=== design 1 ===
Design 1, metal 4:
Scale bar: 50 um. Supply wires on this layer in grey. Cells faint in the background.
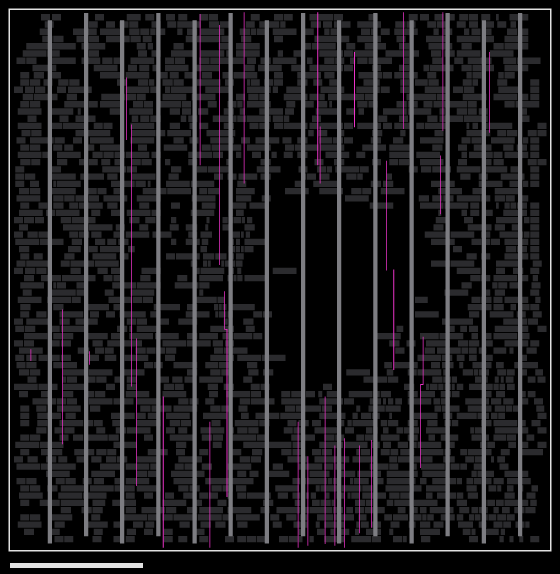

**config.mk**
```make
export PLATFORM = sky130hd
export DESIGN_NAME = mem_access_ctl
export DESIGN_NICKNAME = d
export VERILOG_FILES = /design/src/rtl/mem_access_ctl.sv
export SDC_FILE = /design/constraint.sdc
export NUM_CORES = 1
export LEC_CHECK = 0
export CAP_MARGIN = 15
export CORE_UTILIZATION = 35
export DETAILED_ROUTE_END_ITERATION = 8
export HOLD_SLACK_MARGIN = 0.1
export SYNTH_ARGS = -nofsm -noshare
export SYNTH_HDL_FRONTEND = slang
export SYNTH_SLANG_ARGS = --single-unit
```
**constraint.sdc**
```tcl
create_clock -name clk -period 3 [get_ports clk]
set_clock_uncertainty 0.15 [all_clocks]
set_input_delay 0.6 -clock clk [delete_from_list [all_inputs] [get_ports clk]]
set_output_delay 0.6 -clock clk [all_outputs]
set_load 0.005 [all_outputs]
```
**src/rtl/mem_access_ctl.sv**
```systemverilog
// mem_access_ctl -- initiator-side load/store sequencer for the 64-bit memory tile.
//
// Takes one request at a time on a valid/ready handshake, drives the tile's
// level-sensitive opRd/opWr strobes for a single cycle per beat, waits a fixed
// RD_LATENCY after the strobe drops, captures the read value and returns a
// one-cycle response. OWORD (128-bit) accesses are split into two QWORD beats at
// addr and addr+8; the WAIT cycles between beats keep the strobe low.
//
// Optional feature (macro MEMACC_ALIGN_CHK_EN): natural-alignment check on
// accept; a misaligned request is answered with rspErr=1 and issues no strobe.
// Without the macro, rspErr is tied low and misaligned accesses go to the tile.
//
// Ports:
//   clk, reset_n               clock, asynchronous active-low reset
//   reqValid/reqReady          request handshake (ready only in IDLE)
//   reqWr, reqMode, reqAddr    request kind, access mode, byte address
//   reqData                    store data (OWORD uses all 128 bits)
//   rspValid, rspData, rspErr  one-cycle completion, load result, error flag
//   memOpRd, memOpWr           read / write strobes to the tile
//   memOpMode, memAddr         mode and address to the tile
//   memWrValue, memRdValue     write / read data to / from the tile
module mem_access_ctl #(
    parameter int RD_LATENCY = 1,
    parameter int ADDR_W     = 48
) (
    input  logic              clk,
    input  logic              reset_n,
    input  logic              reqValid,
    output logic              reqReady,
    input  logic              reqWr,
    input  logic [2:0]        reqMode,
    input  logic [ADDR_W-1:0] reqAddr,
    input  logic [127:0]      reqData,
    output logic              rspValid,
    output logic [127:0]      rspData,
    output logic              rspErr,
    output logic              memOpRd,
    output logic              memOpWr,
    output logic [2:0]        memOpMode,
    output logic [ADDR_W-1:0] memAddr,
    output logic [63:0]       memWrValue,
    input  logic [63:0]       memRdValue
);

    localparam logic [2:0] M_NONE  = 3'd0;
    localparam logic [2:0] M_BYTE  = 3'd1;
    localparam logic [2:0] M_WORD  = 3'd2;
    localparam logic [2:0] M_DWORD = 3'd3;
    localparam logic [2:0] M_QWORD = 3'd4;
    localparam logic [2:0] M_OWORD = 3'd5;
    localparam logic [2:0] M_UBYTE = 3'd6;
    localparam logic [2:0] M_UWORD = 3'd7;

    typedef enum logic [1:0] {IDLE, ISSUE, WAIT, RESP} state_t;

    state_t              state_q, state_d;
    logic                wr_q, wr_d;
    logic [2:0]          mode_q, mode_d;
    logic [ADDR_W-1:0]   addr_q, addr_d;
    logic [127:0]        data_q, data_d;
    logic                beat_q, beat_d;
    logic [3:0]          cnt_q, cnt_d;
    logic [3:0]          cnt_dec;
    logic [127:0]        rsp_q, rsp_d;
`ifdef MEMACC_ALIGN_CHK_EN
    logic                err_q, err_d;

    function automatic logic misaligned(input logic [2:0] m, input logic [3:0] a);
        case (m)
            M_WORD, M_UWORD: return a[0] != 1'b0;
            M_DWORD:         return a[1:0] != 2'b00;
            M_QWORD:         return a[2:0] != 3'b000;
            M_OWORD:         return a[3:0] != 4'b0000;
            default:         return 1'b0;
        endcase
    endfunction
`endif

    assign cnt_dec = cnt_q - 4'd1;

    always_comb begin
        state_d = state_q;
        wr_d    = wr_q;
        mode_d  = mode_q;
        addr_d  = addr_q;
        data_d  = data_q;
        beat_d  = beat_q;
        cnt_d   = cnt_q;
        rsp_d   = rsp_q;
`ifdef MEMACC_ALIGN_CHK_EN
        err_d   = err_q;
`endif
        case (state_q)
            IDLE: begin
                if (reqValid) begin
                    wr_d   = reqWr;
                    mode_d = reqMode;
                    addr_d = reqAddr;
                    data_d = reqData;
                    beat_d = 1'b0;
                    // Result builds up in place; halves not written stay zero.
                    rsp_d  = '0;
`ifdef MEMACC_ALIGN_CHK_EN
                    err_d  = 1'b0;
`endif
                    if (reqMode == M_NONE) begin
                        state_d = RESP;
`ifdef MEMACC_ALIGN_CHK_EN
                    end else if (misaligned(reqMode, reqAddr[3:0])) begin
                        err_d   = 1'b1;
                        state_d = RESP;
`endif
                    end else begin
                        state_d = ISSUE;
                    end
                end
            end
            ISSUE: begin
                cnt_d   = 4'(RD_LATENCY);
                state_d = WAIT;
            end
            WAIT: begin
                cnt_d = cnt_dec;
                // Counter hitting zero marks the edge where memRdValue is valid.
                if (cnt_dec == 4'd0) begin
                    if (!wr_q) begin
                        if (beat_q) rsp_d[127:64] = memRdValue;
                        else        rsp_d[63:0]   = memRdValue;
                    end
                    if (mode_q == M_OWORD && !beat_q) begin
                        beat_d  = 1'b1;
                        state_d = ISSUE;
                    end else begin
                        state_d = RESP;
                    end
                end
            end
            RESP: begin
                state_d = IDLE;
            end
            default: begin
                state_d = IDLE;
            end
        endcase
    end

    always_ff @(posedge clk or negedge reset_n) begin
        if (!reset_n) begin
            state_q <= IDLE;
            wr_q    <= 1'b0;
            mode_q  <= M_NONE;
            addr_q  <= '0;
            data_q  <= '0;
            beat_q  <= 1'b0;
            cnt_q   <= '0;
            rsp_q   <= '0;
`ifdef MEMACC_ALIGN_CHK_EN
            err_q   <= 1'b0;
`endif
        end else begin
            state_q <= state_d;
            wr_q    <= wr_d;
            mode_q  <= mode_d;
            addr_q  <= addr_d;
            data_q  <= data_d;
            beat_q  <= beat_d;
            cnt_q   <= cnt_d;
            rsp_q   <= rsp_d;
`ifdef MEMACC_ALIGN_CHK_EN
            err_q   <= err_d;
`endif
        end
    end

    // Strobes decode straight from the state register so reset drops them
    // without waiting for a clock edge.
    assign reqReady = (state_q == IDLE);
    assign rspValid = (state_q == RESP);
    assign rspData  = rsp_q;
    assign memOpRd  = (state_q == ISSUE) && !wr_q;
    assign memOpWr  = (state_q == ISSUE) && wr_q;

`ifdef MEMACC_ALIGN_CHK_EN
    assign rspErr = (state_q == RESP) && err_q;
`else
    assign rspErr = 1'b0;
`endif

    // Bus fields derive only from latched request state and the beat bit, so
    // they stay put from ISSUE through WAIT; address wraps at 2^ADDR_W.
    assign memAddr    = addr_q + (ADDR_W'(beat_q) << 3);
    assign memWrValue = beat_q ? data_q[127:64] : data_q[63:0];

    always_comb begin
        memOpMode = mode_q;
        if (mode_q == M_OWORD)                memOpMode = M_QWORD;
        else if (wr_q && mode_q == M_UBYTE)   memOpMode = M_BYTE;
        else if (wr_q && mode_q == M_UWORD)   memOpMode = M_WORD;
    end

endmodule

```
=== design 2 ===
### src/rtl/counter_seq_ctrl_if.sv
// Job and counter-control bundle for counter_seq_ctrl.
// master = job requester plus the counter's flags; slave = the controller.
interface counter_seq_ctrl_if #(
  parameter int WIDTH = 4
);
  logic             start;
  logic [1:0]       mode;
  logic [WIDTH-1:0] period;
  logic [7:0]       reps;
  logic             pause;
  logic             abort;
  logic             cnt_zero;
  logic             cnt_max;
  logic             cnt_load_n;
  logic             cnt_up_down;
  logic             cnt_ce;
  logic [WIDTH-1:0] cnt_data_load;
  logic             busy;
  logic             tick;
  logic             done;

  modport master (
    output start, mode, period, reps, pause, abort, cnt_zero, cnt_max,
    input  cnt_load_n, cnt_up_down, cnt_ce, cnt_data_load, busy, tick, done
  );

  modport slave (
    input  start, mode, period, reps, pause, abort, cnt_zero, cnt_max,
    output cnt_load_n, cnt_up_down, cnt_ce, cnt_data_load, busy, tick, done
  );
endinterface

### src/rtl/counter_seq_ctrl.sv
// Sequencing controller for the up/down counter: runs one-shot or periodic
// count jobs, with pause and abort, and reports ticks and completion.
module counter_seq_ctrl #(
  parameter int WIDTH = 4
) (
  input  logic               clk,
  input  logic               rst_n,
  counter_seq_ctrl_if.slave  bus
);

  localparam logic [1:0] S_IDLE = 2'd0;
  localparam logic [1:0] S_LOAD = 2'd1;
  localparam logic [1:0] S_RUN  = 2'd2;
  localparam logic [1:0] S_DONE = 2'd3;

  logic [1:0]       r_state;
  logic [1:0]       r_mode;
  logic [WIDTH-1:0] r_period;
  logic [7:0]       r_reps;
  logic [7:0]       r_rep_left;

  logic [1:0]       w_state_nxt;
  logic [7:0]       w_rep_left_nxt;
  logic             w_is_load;
  logic             w_is_run;
  logic             w_terminal;
  logic             w_accept;

  assign w_is_load  = (r_state == S_LOAD);
  assign w_is_run   = (r_state == S_RUN);
  assign w_accept   = (r_state == S_IDLE) && bus.start;
  // mode bit 0 selects direction, and with it which end of the range terminates
  assign w_terminal = r_mode[0] ? bus.cnt_max : bus.cnt_zero;

  // NOTE: every signal written here gets a default first so no latch is inferred.
  always_comb begin
    w_state_nxt    = r_state;
    w_rep_left_nxt = r_rep_left;
    case (r_state)
      S_IDLE: begin
        if (bus.start) begin
          w_state_nxt    = S_LOAD;
          w_rep_left_nxt = bus.reps;
        end
      end
      S_LOAD: begin
        w_state_nxt = bus.abort ? S_IDLE : S_RUN;
      end
      S_RUN: begin
        if (bus.abort) begin
          w_state_nxt = S_IDLE;
        end else if (w_terminal) begin
          if (!r_mode[1]) begin
            w_state_nxt = S_DONE;
          end else if (r_reps == 8'd0) begin
            w_state_nxt = S_LOAD;
          end else if (r_rep_left == 8'd1) begin
            w_state_nxt = S_DONE;
          end else begin
            w_rep_left_nxt = r_rep_left - 8'd1;
            w_state_nxt    = S_LOAD;
          end
        end
      end
      S_DONE: begin
        w_state_nxt = S_IDLE;
      end
      default: begin
        w_state_nxt = S_IDLE;
      end
    endcase
  end

  // NOTE: state uses non-blocking assignments; reset is sampled on the clock edge.
  always_ff @(posedge clk) begin
    if (!rst_n) begin
      r_state    <= S_IDLE;
      r_mode     <= 2'd0;
      r_period   <= '0;
      r_reps     <= 8'd0;
      r_rep_left <= 8'd0;
    end else begin
      r_state    <= w_state_nxt;
      r_rep_left <= w_rep_left_nxt;
      if (w_accept) begin
        r_mode   <= bus.mode;
        r_period <= bus.period;
        r_reps   <= bus.reps;
      end
    end
  end

  // Abort suppresses the load strobe so a cancelled job leaves the counter alone.
  assign bus.cnt_load_n    = !(w_is_load && !bus.abort);
  assign bus.cnt_ce        = w_is_run && !w_terminal && !bus.pause && !bus.abort;
  assign bus.cnt_up_down   = (w_is_load || w_is_run) && r_mode[0];
  assign bus.cnt_data_load = r_period;
  assign bus.busy          = w_is_load || w_is_run;
  assign bus.tick          = w_is_run && w_terminal && !bus.abort;
  assign bus.done          = (r_state == S_DONE);

endmodule

### src/flat_wrapper.sv
// flat-port wrapper written by rule: the top's interface ports become plain ports
module counter_seq_ctrl_flat 
#(
  parameter int WIDTH = 4
)
  (clk, rst_n, bus_start, bus_mode, bus_period, bus_reps, bus_pause, bus_abort, bus_cnt_zero, bus_cnt_max, bus_cnt_load_n, bus_cnt_up_down, bus_cnt_ce, bus_cnt_data_load, bus_busy, bus_tick, bus_done);
  counter_seq_ctrl_if #(.WIDTH(WIDTH)) bus_i ();
  input  logic clk;
  input  logic rst_n;
  input wire logic [$bits(bus_i.start)-1:0] bus_start;
  input wire logic [$bits(bus_i.mode)-1:0] bus_mode;
  input wire logic [$bits(bus_i.period)-1:0] bus_period;
  input wire logic [$bits(bus_i.reps)-1:0] bus_reps;
  input wire logic [$bits(bus_i.pause)-1:0] bus_pause;
  input wire logic [$bits(bus_i.abort)-1:0] bus_abort;
  input wire logic [$bits(bus_i.cnt_zero)-1:0] bus_cnt_zero;
  input wire logic [$bits(bus_i.cnt_max)-1:0] bus_cnt_max;
  output wire logic [$bits(bus_i.cnt_load_n)-1:0] bus_cnt_load_n;
  output wire logic [$bits(bus_i.cnt_up_down)-1:0] bus_cnt_up_down;
  output wire logic [$bits(bus_i.cnt_ce)-1:0] bus_cnt_ce;
  output wire logic [$bits(bus_i.cnt_data_load)-1:0] bus_cnt_data_load;
  output wire logic [$bits(bus_i.busy)-1:0] bus_busy;
  output wire logic [$bits(bus_i.tick)-1:0] bus_tick;
  output wire logic [$bits(bus_i.done)-1:0] bus_done;
  assign bus_i.start = bus_start;
  assign bus_i.mode = bus_mode;
  assign bus_i.period = bus_period;
  assign bus_i.reps = bus_reps;
  assign bus_i.pause = bus_pause;
  assign bus_i.abort = bus_abort;
  assign bus_i.cnt_zero = bus_cnt_zero;
  assign bus_i.cnt_max = bus_cnt_max;
  assign bus_cnt_load_n = bus_i.cnt_load_n;
  assign bus_cnt_up_down = bus_i.cnt_up_down;
  assign bus_cnt_ce = bus_i.cnt_ce;
  assign bus_cnt_data_load = bus_i.cnt_data_load;
  assign bus_busy = bus_i.busy;
  assign bus_tick = bus_i.tick;
  assign bus_done = bus_i.done;
  counter_seq_ctrl #(.WIDTH(WIDTH)) u_core (.clk(clk), .rst_n(rst_n), .bus(bus_i));
endmodule
### config.mk
export PLATFORM = sky130hd
export DESIGN_NAME = counter_seq_ctrl_flat
export DESIGN_NICKNAME = d
export VERILOG_FILES = /design/src/rtl/counter_seq_ctrl_if.sv /design/src/rtl/counter_seq_ctrl.sv /design/src/flat_wrapper.sv
export SDC_FILE = /design/constraint.sdc
export NUM_CORES = 1
export LEC_CHECK = 0
export CELL_PAD_IN_SITES_DETAIL_PLACEMENT = 1
export CELL_PAD_IN_SITES_GLOBAL_PLACEMENT = 1
export CORE_ASPECT_RATIO = 1.1
export CORE_MARGIN = 2
export CORE_UTILIZATION = 35
export DETAILED_ROUTE_END_ITERATION = 7
export PLACE_DENSITY_LB_ADDON = 0.1
export SLEW_MARGIN = 20
export SYNTH_ARGS = -nofsm -noshare
export SYNTH_HDL_FRONTEND = slang
export SYNTH_SLANG_ARGS = --single-unit
### constraint.sdc
create_clock -name clk -period 4.91 [get_ports clk]
set_input_delay 0.982 -clock clk [delete_from_list [all_inputs] [get_ports clk]]
set_output_delay 0.982 -clock clk [all_outputs]
set_load 0.005 [all_outputs]
=== design 3 ===
<file path="config.mk">
export PLATFORM = sky130hd
export DESIGN_NAME = calc_sequencer
export DESIGN_NICKNAME = d
export VERILOG_FILES = /design/src/rtl/calc_pkg.sv /design/src/rtl/calc_delay_cnt.sv /design/src/rtl/calc_sequencer.sv
export SDC_FILE = /design/constraint.sdc
export NUM_CORES = 1
export LEC_CHECK = 0
export CAP_MARGIN = 10
export CORE_UTILIZATION = 44
export CTS_CLUSTER_SIZE = 10
export DETAILED_ROUTE_END_ITERATION = 8
export GPL_TIMING_DRIVEN = 0
export HOLD_SLACK_MARGIN = 0.02
export PLACE_DENSITY = 0.77
export SLEW_MARGIN = 0
export SYNTH_ARGS = -nofsm -noshare
export SYNTH_HDL_FRONTEND = slang
export SYNTH_SLANG_ARGS = --single-unit
</file>
<file path="constraint.sdc">
create_clock -name CLK -period 1.3 [get_ports CLK]
set_input_delay 0.325 -clock CLK [delete_from_list [all_inputs] [get_ports CLK]]
set_output_delay 0.325 -clock CLK [all_outputs]
set_load 0.01 [all_outputs]
</file>
<file path="src/rtl/calc_pkg.sv">
// Shared types and constants for the keypad calculator control path.
package calc_pkg;

   typedef enum logic [2:0] {
      S_CLR    = 3'd0,
      S_WAIT_A = 3'd1,
      S_WAIT_B = 3'd2,
      S_EXEC   = 3'd3,
      S_CAPT   = 3'd4,
      S_RESULT = 3'd5,
      S_ERR    = 3'd6
   } state_t;

   localparam logic FUNC_ADD    = 1'b0;
   localparam logic FUNC_SUB    = 1'b1;
   localparam logic DISP_INPUT  = 1'b0;
   localparam logic DISP_RESULT = 1'b1;

endpackage

</file>
<file path="src/rtl/calc_delay_cnt.sv">
// Loadable down-counter that times the AU latency between operand B load and result capture.
module calc_delay_cnt #(
   parameter int AU_LATENCY = 2
) (
   input  logic clk,
   input  logic rst,
   input  logic load,
   input  logic dec,
   output logic zero
);

   localparam int W = (AU_LATENCY > 1) ? $clog2(AU_LATENCY) : 1;

   logic [W-1:0] cnt;

   always_ff @(posedge clk or posedge rst) begin
      if (rst) begin
         cnt <= '0;
      end else if (load) begin
         cnt <= W'(AU_LATENCY - 1);
      end else if (dec) begin
         cnt <= cnt - W'(1);
      end
   end

   assign zero = (cnt == '0);

endmodule

</file>
<file path="src/rtl/calc_sequencer.sv">
// Control FSM for the 8-bit keypad calculator: turns enter/clear pulses into
// one-cycle load strobes, times the AU, supports chaining and a sticky overflow.
module calc_sequencer
   import calc_pkg::*;
#(
   parameter int AU_LATENCY = 2,
   parameter int CHAIN_MAX  = 15,
   parameter int CNT_W      = 4
) (
   input  logic             CLK,
   input  logic             RST,
   input  logic             enter_p,
   input  logic             clear_p,
   input  logic             func_in,
   input  logic             ovf_in,
   output logic             load_a,
   output logic             load_b,
   output logic             load_r,
   output logic             a_from_res,
   output logic             func_out,
   output logic             disp_sel,
   output logic             iu_clr,
   output logic             au_clr,
   output logic             ovf_flag,
   output logic [CNT_W-1:0] chain_cnt,
   output logic             busy
);

   state_t state;
   logic   cnt_load;
   logic   cnt_dec;
   logic   cnt_zero;

   assign cnt_load = (state == S_WAIT_B) && enter_p && !clear_p;
   assign cnt_dec  = (state == S_EXEC) && !cnt_zero;

   calc_delay_cnt #(
      .AU_LATENCY(AU_LATENCY)
   ) u_delay (
      .clk (CLK),
      .rst (RST),
      .load(cnt_load),
      .dec (cnt_dec),
      .zero(cnt_zero)
   );

   // Outputs are registered alongside the state so level outputs describe the
   // state being entered and strobes land the cycle after their trigger.
   always_ff @(posedge CLK or posedge RST) begin
      if (RST) begin
         state      <= S_CLR;
         load_a     <= 1'b0;
         load_b     <= 1'b0;
         load_r     <= 1'b0;
         a_from_res <= 1'b0;
         func_out   <= FUNC_ADD;
         disp_sel   <= DISP_INPUT;
         iu_clr     <= 1'b1;
         au_clr     <= 1'b1;
         ovf_flag   <= 1'b0;
         chain_cnt  <= '0;
         busy       <= 1'b1;
      end else begin
         load_a     <= 1'b0;
         load_b     <= 1'b0;
         load_r     <= 1'b0;
         a_from_res <= 1'b0;
         iu_clr     <= 1'b0;
         au_clr     <= 1'b0;
         busy       <= 1'b0;
         disp_sel   <= DISP_INPUT;

         if (clear_p) begin
            state     <= S_CLR;
            iu_clr    <= 1'b1;
            au_clr    <= 1'b1;
            busy      <= 1'b1;
            ovf_flag  <= 1'b0;
            chain_cnt <= '0;
            func_out  <= FUNC_ADD;
         end else begin
            case (state)
               S_CLR: begin
                  state <= S_WAIT_A;
               end
               S_WAIT_A: begin
                  if (enter_p) begin
                     state  <= S_WAIT_B;
                     load_a <= 1'b1;
                     iu_clr <= 1'b1;
                  end
               end
               S_WAIT_B: begin
                  if (enter_p) begin
                     state    <= S_EXEC;
                     load_b   <= 1'b1;
                     func_out <= func_in;
                     iu_clr   <= 1'b1;
                     busy     <= 1'b1;
                  end
               end
               S_EXEC: begin
                  busy <= 1'b1;
                  if (cnt_zero) begin
                     state  <= S_CAPT;
                     load_r <= 1'b1;
                  end
               end
               S_CAPT: begin
                  disp_sel <= DISP_RESULT;
                  if (ovf_in) begin
                     state    <= S_ERR;
                     ovf_flag <= 1'b1;
                  end else begin
                     state <= S_RESULT;
                  end
               end
               S_RESULT: begin
                  disp_sel <= DISP_RESULT;
                  if (enter_p) begin
                     if (chain_cnt < CNT_W'(CHAIN_MAX)) begin
                        state      <= S_WAIT_B;
                        load_a     <= 1'b1;
                        a_from_res <= 1'b1;
                        chain_cnt  <= chain_cnt + CNT_W'(1);
                        disp_sel   <= DISP_INPUT;
                     end else begin
                        // Chain limit reached: restart from a clean slate.
                        state     <= S_CLR;
                        iu_clr    <= 1'b1;
                        au_clr    <= 1'b1;
                        busy      <= 1'b1;
                        disp_sel  <= DISP_INPUT;
                        ovf_flag  <= 1'b0;
                        chain_cnt <= '0;
                        func_out  <= FUNC_ADD;
                     end
                  end
               end
               S_ERR: begin
                  disp_sel <= DISP_RESULT;
               end
               default: begin
                  state  <= S_CLR;
                  iu_clr <= 1'b1;
                  au_clr <= 1'b1;
                  busy   <= 1'b1;
               end
            endcase
         end
      end
   end

endmodule

</file>
Design 1, placement by cell class:
Scale bar: 50 um. Fill, decap, tap and diode cells in grey.
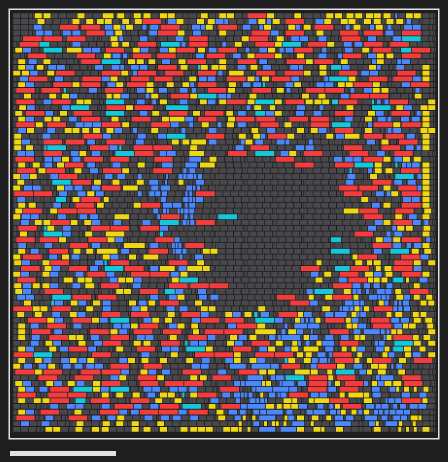
class	colour	cells	share of their area
flops	red	315	37%
other buffers and delay cells	yellow	583	27%
combinational and other logic	blue	634	30%
clock drivers and dummy loads	cyan	68	5.8%
Layout Utilization: 55.2%
proportion of cell area occupied by registers: 36.0%

Notes on 'metal 4' of design 1 above:
wire length on this layer	1280 um
main direction	vertical
final WL: 42800 um
number of vias after detailed routing: 10.2k

==> metrics.log, design 1 <==
[report] extracting results
[metrics] result of the run: finished, violations left
[metrics] failing checks: setup timing
[metrics] Post-synth mux share: between 20% and 30%
[metrics] cycle use final: 106%
[metrics] proportion of layout cells with a drive suffix above 1: 36.3%
[metrics] CTS tree: built
[metrics] cell area after layout: 0.0219 mm2
[metrics] least setup slack across all paths after layout: -179 ps
[metrics] cells resized by post-CTS repair: approximately 190
[metrics] Worst Setup Slack post-DPL: -107 ps
[metrics] number of buffer and inverter instances along the worst setup path: 3
[metrics] adder and majority gate portion of the synthesized area: 0.711%
[metrics] initial core utilization: 35.4%
[metrics] Hold Crit Start: rspData[59]
[metrics] Flop area: 0.00788 mm2
[metrics] ys cells: 1008
[metrics] first element of the critical path: addr_q[15]
[metrics] count of filler cells inserted in the layout: 3378
[metrics] Tot Pwr: 22.4 mW
[metrics] wire length of the first global-routing pass: 65100 um
[metrics] Commonest Layout Cell: sky130_fd_sc_hd__clkdlybuf4s50_1
[metrics] final critical-path required period: 3180 ps
[metrics] area of the multi-input gates: 0.00629 mm2
[metrics] number of cells traversed by the worst hold path: 1
[metrics] number of setup buffers added after CTS: 25
[metrics] endpoint of the worst setup timing path: memAddr[44]
[metrics] Syn Std Cell Area: about 0.014 mm2
[metrics] clock transition at the registers of the reported paths: 60 ps
[metrics] Async SR Flop Fraction: 100%
[metrics] total congestion overflow after global routing: 0
[metrics] Crit. End Element: output port
[metrics] area added between synthesis and finish: 55.6%
[metrics] placeable core region: roughly 0.040 mm2
[metrics] stage-log warning count: 32
[metrics] Clock Tree Root: sky130_fd_sc_hd__clkbuf_16
[metrics] largest cells by area after synthesis: sky130_fd_sc_hd__dfrtp_1, sky130_fd_sc_hd__mux2_2, sky130_fd_sc_hd__and2_1
[metrics] final-report setup violation count: 12
[metrics] I/O pins: 495
design 1: state kept, by name, summed over array words and instances (netlist names):
signal / count
mode_q: 3
data_q: 128
addr_q: 48
rspData: 128
state_q: 2
beat_q: 1
wr_q: 1
cnt_q: 4
design 1: where the power goes:
part / switching [mW] / internal [mW]
logic: 4.32 / 6.64
clock network: 1.80 / 2.74
registers: 0.951 / 5.99
total: 7.07 / 15.4
design 1: layer usage:
layer	part of all wire, %	global-route usage [%]	vias to the layer above	routed length [um]
li1	-	-	4702	-
met1	39	24.1	5070	16700
met2	51	35.9	318	21900
met3	7.1	6.04	67	3040
met4	3.0	7.30	0	1280
met5	0	0	-	0
design 1: cell type report:
| class | count | share of cell area, % |
|---|---|---|
| Antenna cell | 4 | 0.0457 |
| Clock buffer | 61 | 5.29 |
| Clock inverter | 7 | 0.360 |
| Inverter | 9 | 0.154 |
| Multi-Input combinational cell | 625 | 28.7 |
| Sequential cell | 315 | 36.0 |
| Tap cell | 525 | 3.00 |
| Timing Repair Buffer | 583 | 26.5 |
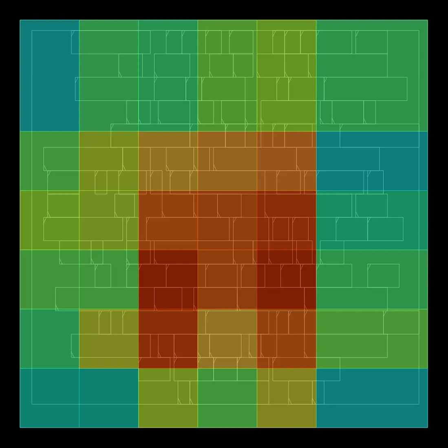
Design 3: track usage over the die
met3 global-route usage: 4.91%
met2 usage in global routing: 32.6%

==> metrics.log, design 3 <==
[report] extracting results
[metrics] result of the run: finished, violations left
[metrics] failing checks: setup timing
[metrics] slowest CP cell: sky130_fd_sc_hd__dfrtp_2
[metrics] least setup slack across all paths after layout: -46.6 ps
[metrics] Crit. End Element: register
[metrics] total negative setup slack: -117 ps
[metrics] cell count after placement: about 140
[metrics] Mapped Nets: between 90 and 100
[metrics] Post-Route Skew: 1.08 ps
[metrics] Commonest Layout Cell: sky130_fd_sc_hd__dfrtp_1
[metrics] final-report setup violation count: 5
[metrics] number of buffer and inverter instances along the worst setup path: 0
[metrics] Clock Buffer Count: 4
[metrics] Die Ht: ~47 um
[metrics] slowest stage delay, CP: 480 ps
[metrics] CTS buffer count: 3
[metrics] Startpoint Class: register
design 3: power breakdown:
part | total, mW | switching [mW] | internal (mW) | leakage [nW]
clock network | 0.352 | 0.181 | 0.171 | 0.0210
logic | 0.865 | 0.455 | 0.410 | 0.361
registers | 0.767 | 0.101 | 0.666 | 0.228
design 3: routing by layer:
metal	part of all wire, %	track usage, %
met1	44	30.2
met2	48	32.6
met3	4.9	4.91
met4	3.1	12.6
met5	0	0
design 3: state kept, by name, summed over array words and instances, names as in the netlist:
signal and flops:
a_from_res 1, au_clr 1, busy 1, chain_cnt 4, disp_sel 1, func_out 1
iu_clr 1, load_a 1, load_b 1, load_r 1, ovf_flag 1, state 3
u_delay.cnt 1
design 3: worst min-delay path by stage:
stage | start | endpoint | slack [ps] | cells past startpoint
after floorplan | RST | a_from_res | 260 | 1
after global placement | u_delay.cnt | u_delay.cnt | 480 | 1
after detailed placement | u_delay.cnt | u_delay.cnt | 510 | 1
after CTS | enter_p | load_b | 330 | 3
after global routing | enter_p | load_b | 350 | 3
final | enter_p | load_b | 350 | 3
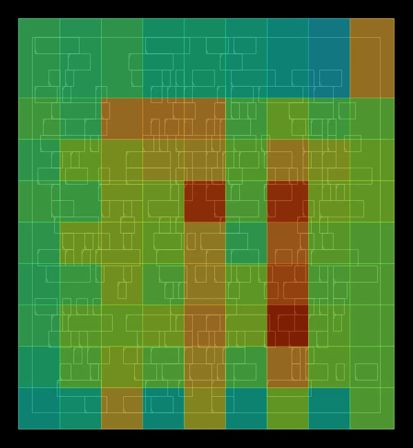
Design 2: track usage over the die
average routed wire per standard cell: 14.1 um
Layout Utilization: 47.0%

==> metrics.log, design 2 <==
[report] extracting results
[metrics] Critical Path RT: 3930 ps
[metrics] Final nets: 223
[metrics] met1 demand-to-capacity share in global routing: about a fifth
[metrics] met2 usage in global routing: 30.9%
[metrics] slowest CP cell: sky130_fd_sc_hd__clkdlybuf4s50_1
[metrics] area of the multi-input gates: 757 um2
[metrics] Largest delay share family, worst path: buffers and inverters
[metrics] worst-path maximum fanout: 3
[metrics] least setup slack across all paths after layout: between 1000 and 1500 ps
[metrics] placeable core region: 0.00363 mm2
[metrics] Switching Fraction: 28.4%
[metrics] number of logic inverters in the finished layout: 9
[metrics] Largest cell class: combinational gates
[metrics] power consumed by combinational cells: 0.123 mW
[metrics] number of setup buffers added after CTS: 0
[metrics] wire length of the first global-routing pass: between 5000 and 6000 um
[metrics] power per standard cell area: 308 mW/mm2
[metrics] final-report setup violation count: 0
[metrics] Die Ht: approximately 68 um
[metrics] Met1 Routed Length: 1560 um
[metrics] result of the run: finished, final reports clean
[metrics] hold slack: 462 ps
[metrics] Top Consumer: registers
## design 2: worst max-delay path by stage
stage                                 start    endpoint  cells after the start  slack (ps)
after global placement          bus_cnt_max  bus_cnt_ce                      5        1590
after CTS                 u_core.r_state[0]  bus_cnt_ce                      6        1490
after detailed placement        bus_cnt_max  bus_cnt_ce                      5        1520
after global routing      u_core.r_state[0]  bus_cnt_ce                      6        1330
after floorplan                 bus_cnt_max  bus_cnt_ce                      3        2520
final                           bus_cnt_max  bus_cnt_ce                      5        1500
## design 2: state kept, by name, indices dropped and copies added (netlist names)
name	count
u_core.bus.cnt_data_load	4
u_core.r_mode	2
u_core.r_rep_left	8
u_core.r_reps	8
u_core.r_state	2
## design 2: synthesized netlist by cell type, drive strengths merged (4+ instances only)
cell    count
nor2b       5
buf         4
ha          7
o32ai       4
a21oi      23
inv         9
nand2      43
a31oi       5
nor2        9
clkbuf      4
dfxtp      24
## design 2: cell families after synthesis
family	after synthesis	share of synthesized area, %
flip-flops	24	36.4
multiplexers	3	2.27
buffers and inverters	17	6.34
adder cells (fa/ha/maj)	7	6.63
AND-OR/OR-AND	45	22.7
AND/OR/NAND/NOR	72	25.7


==> screenshots <==
Metal 1.
Supply wires on this layer in grey.
(a)
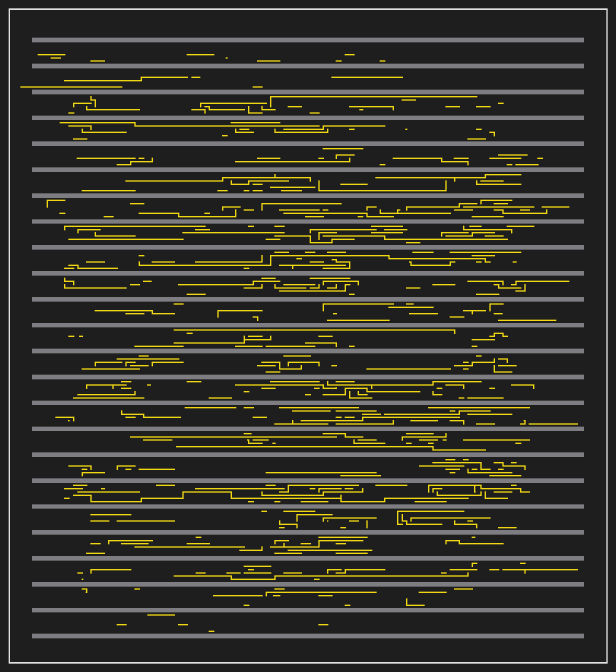
(b)
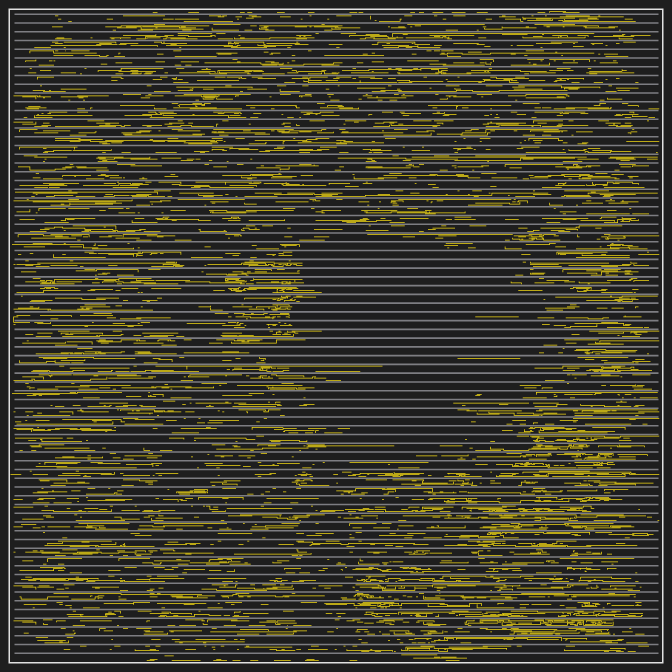
(c)
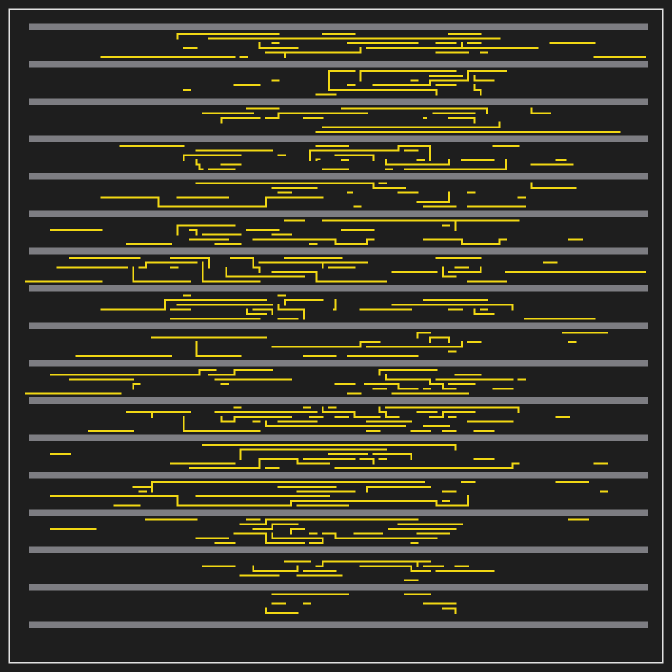
Design 1 is (b).
Design 3 is (c).
Design 2 is (a).

Key to (b):
main direction	horizontal
share of all routed wire	39%
wire length on this layer	16700 um
nets with wire on the layer	1618
longest straight run	70.4 um

Power figures rest on the tool's default switching activity, not on a simulated workload.
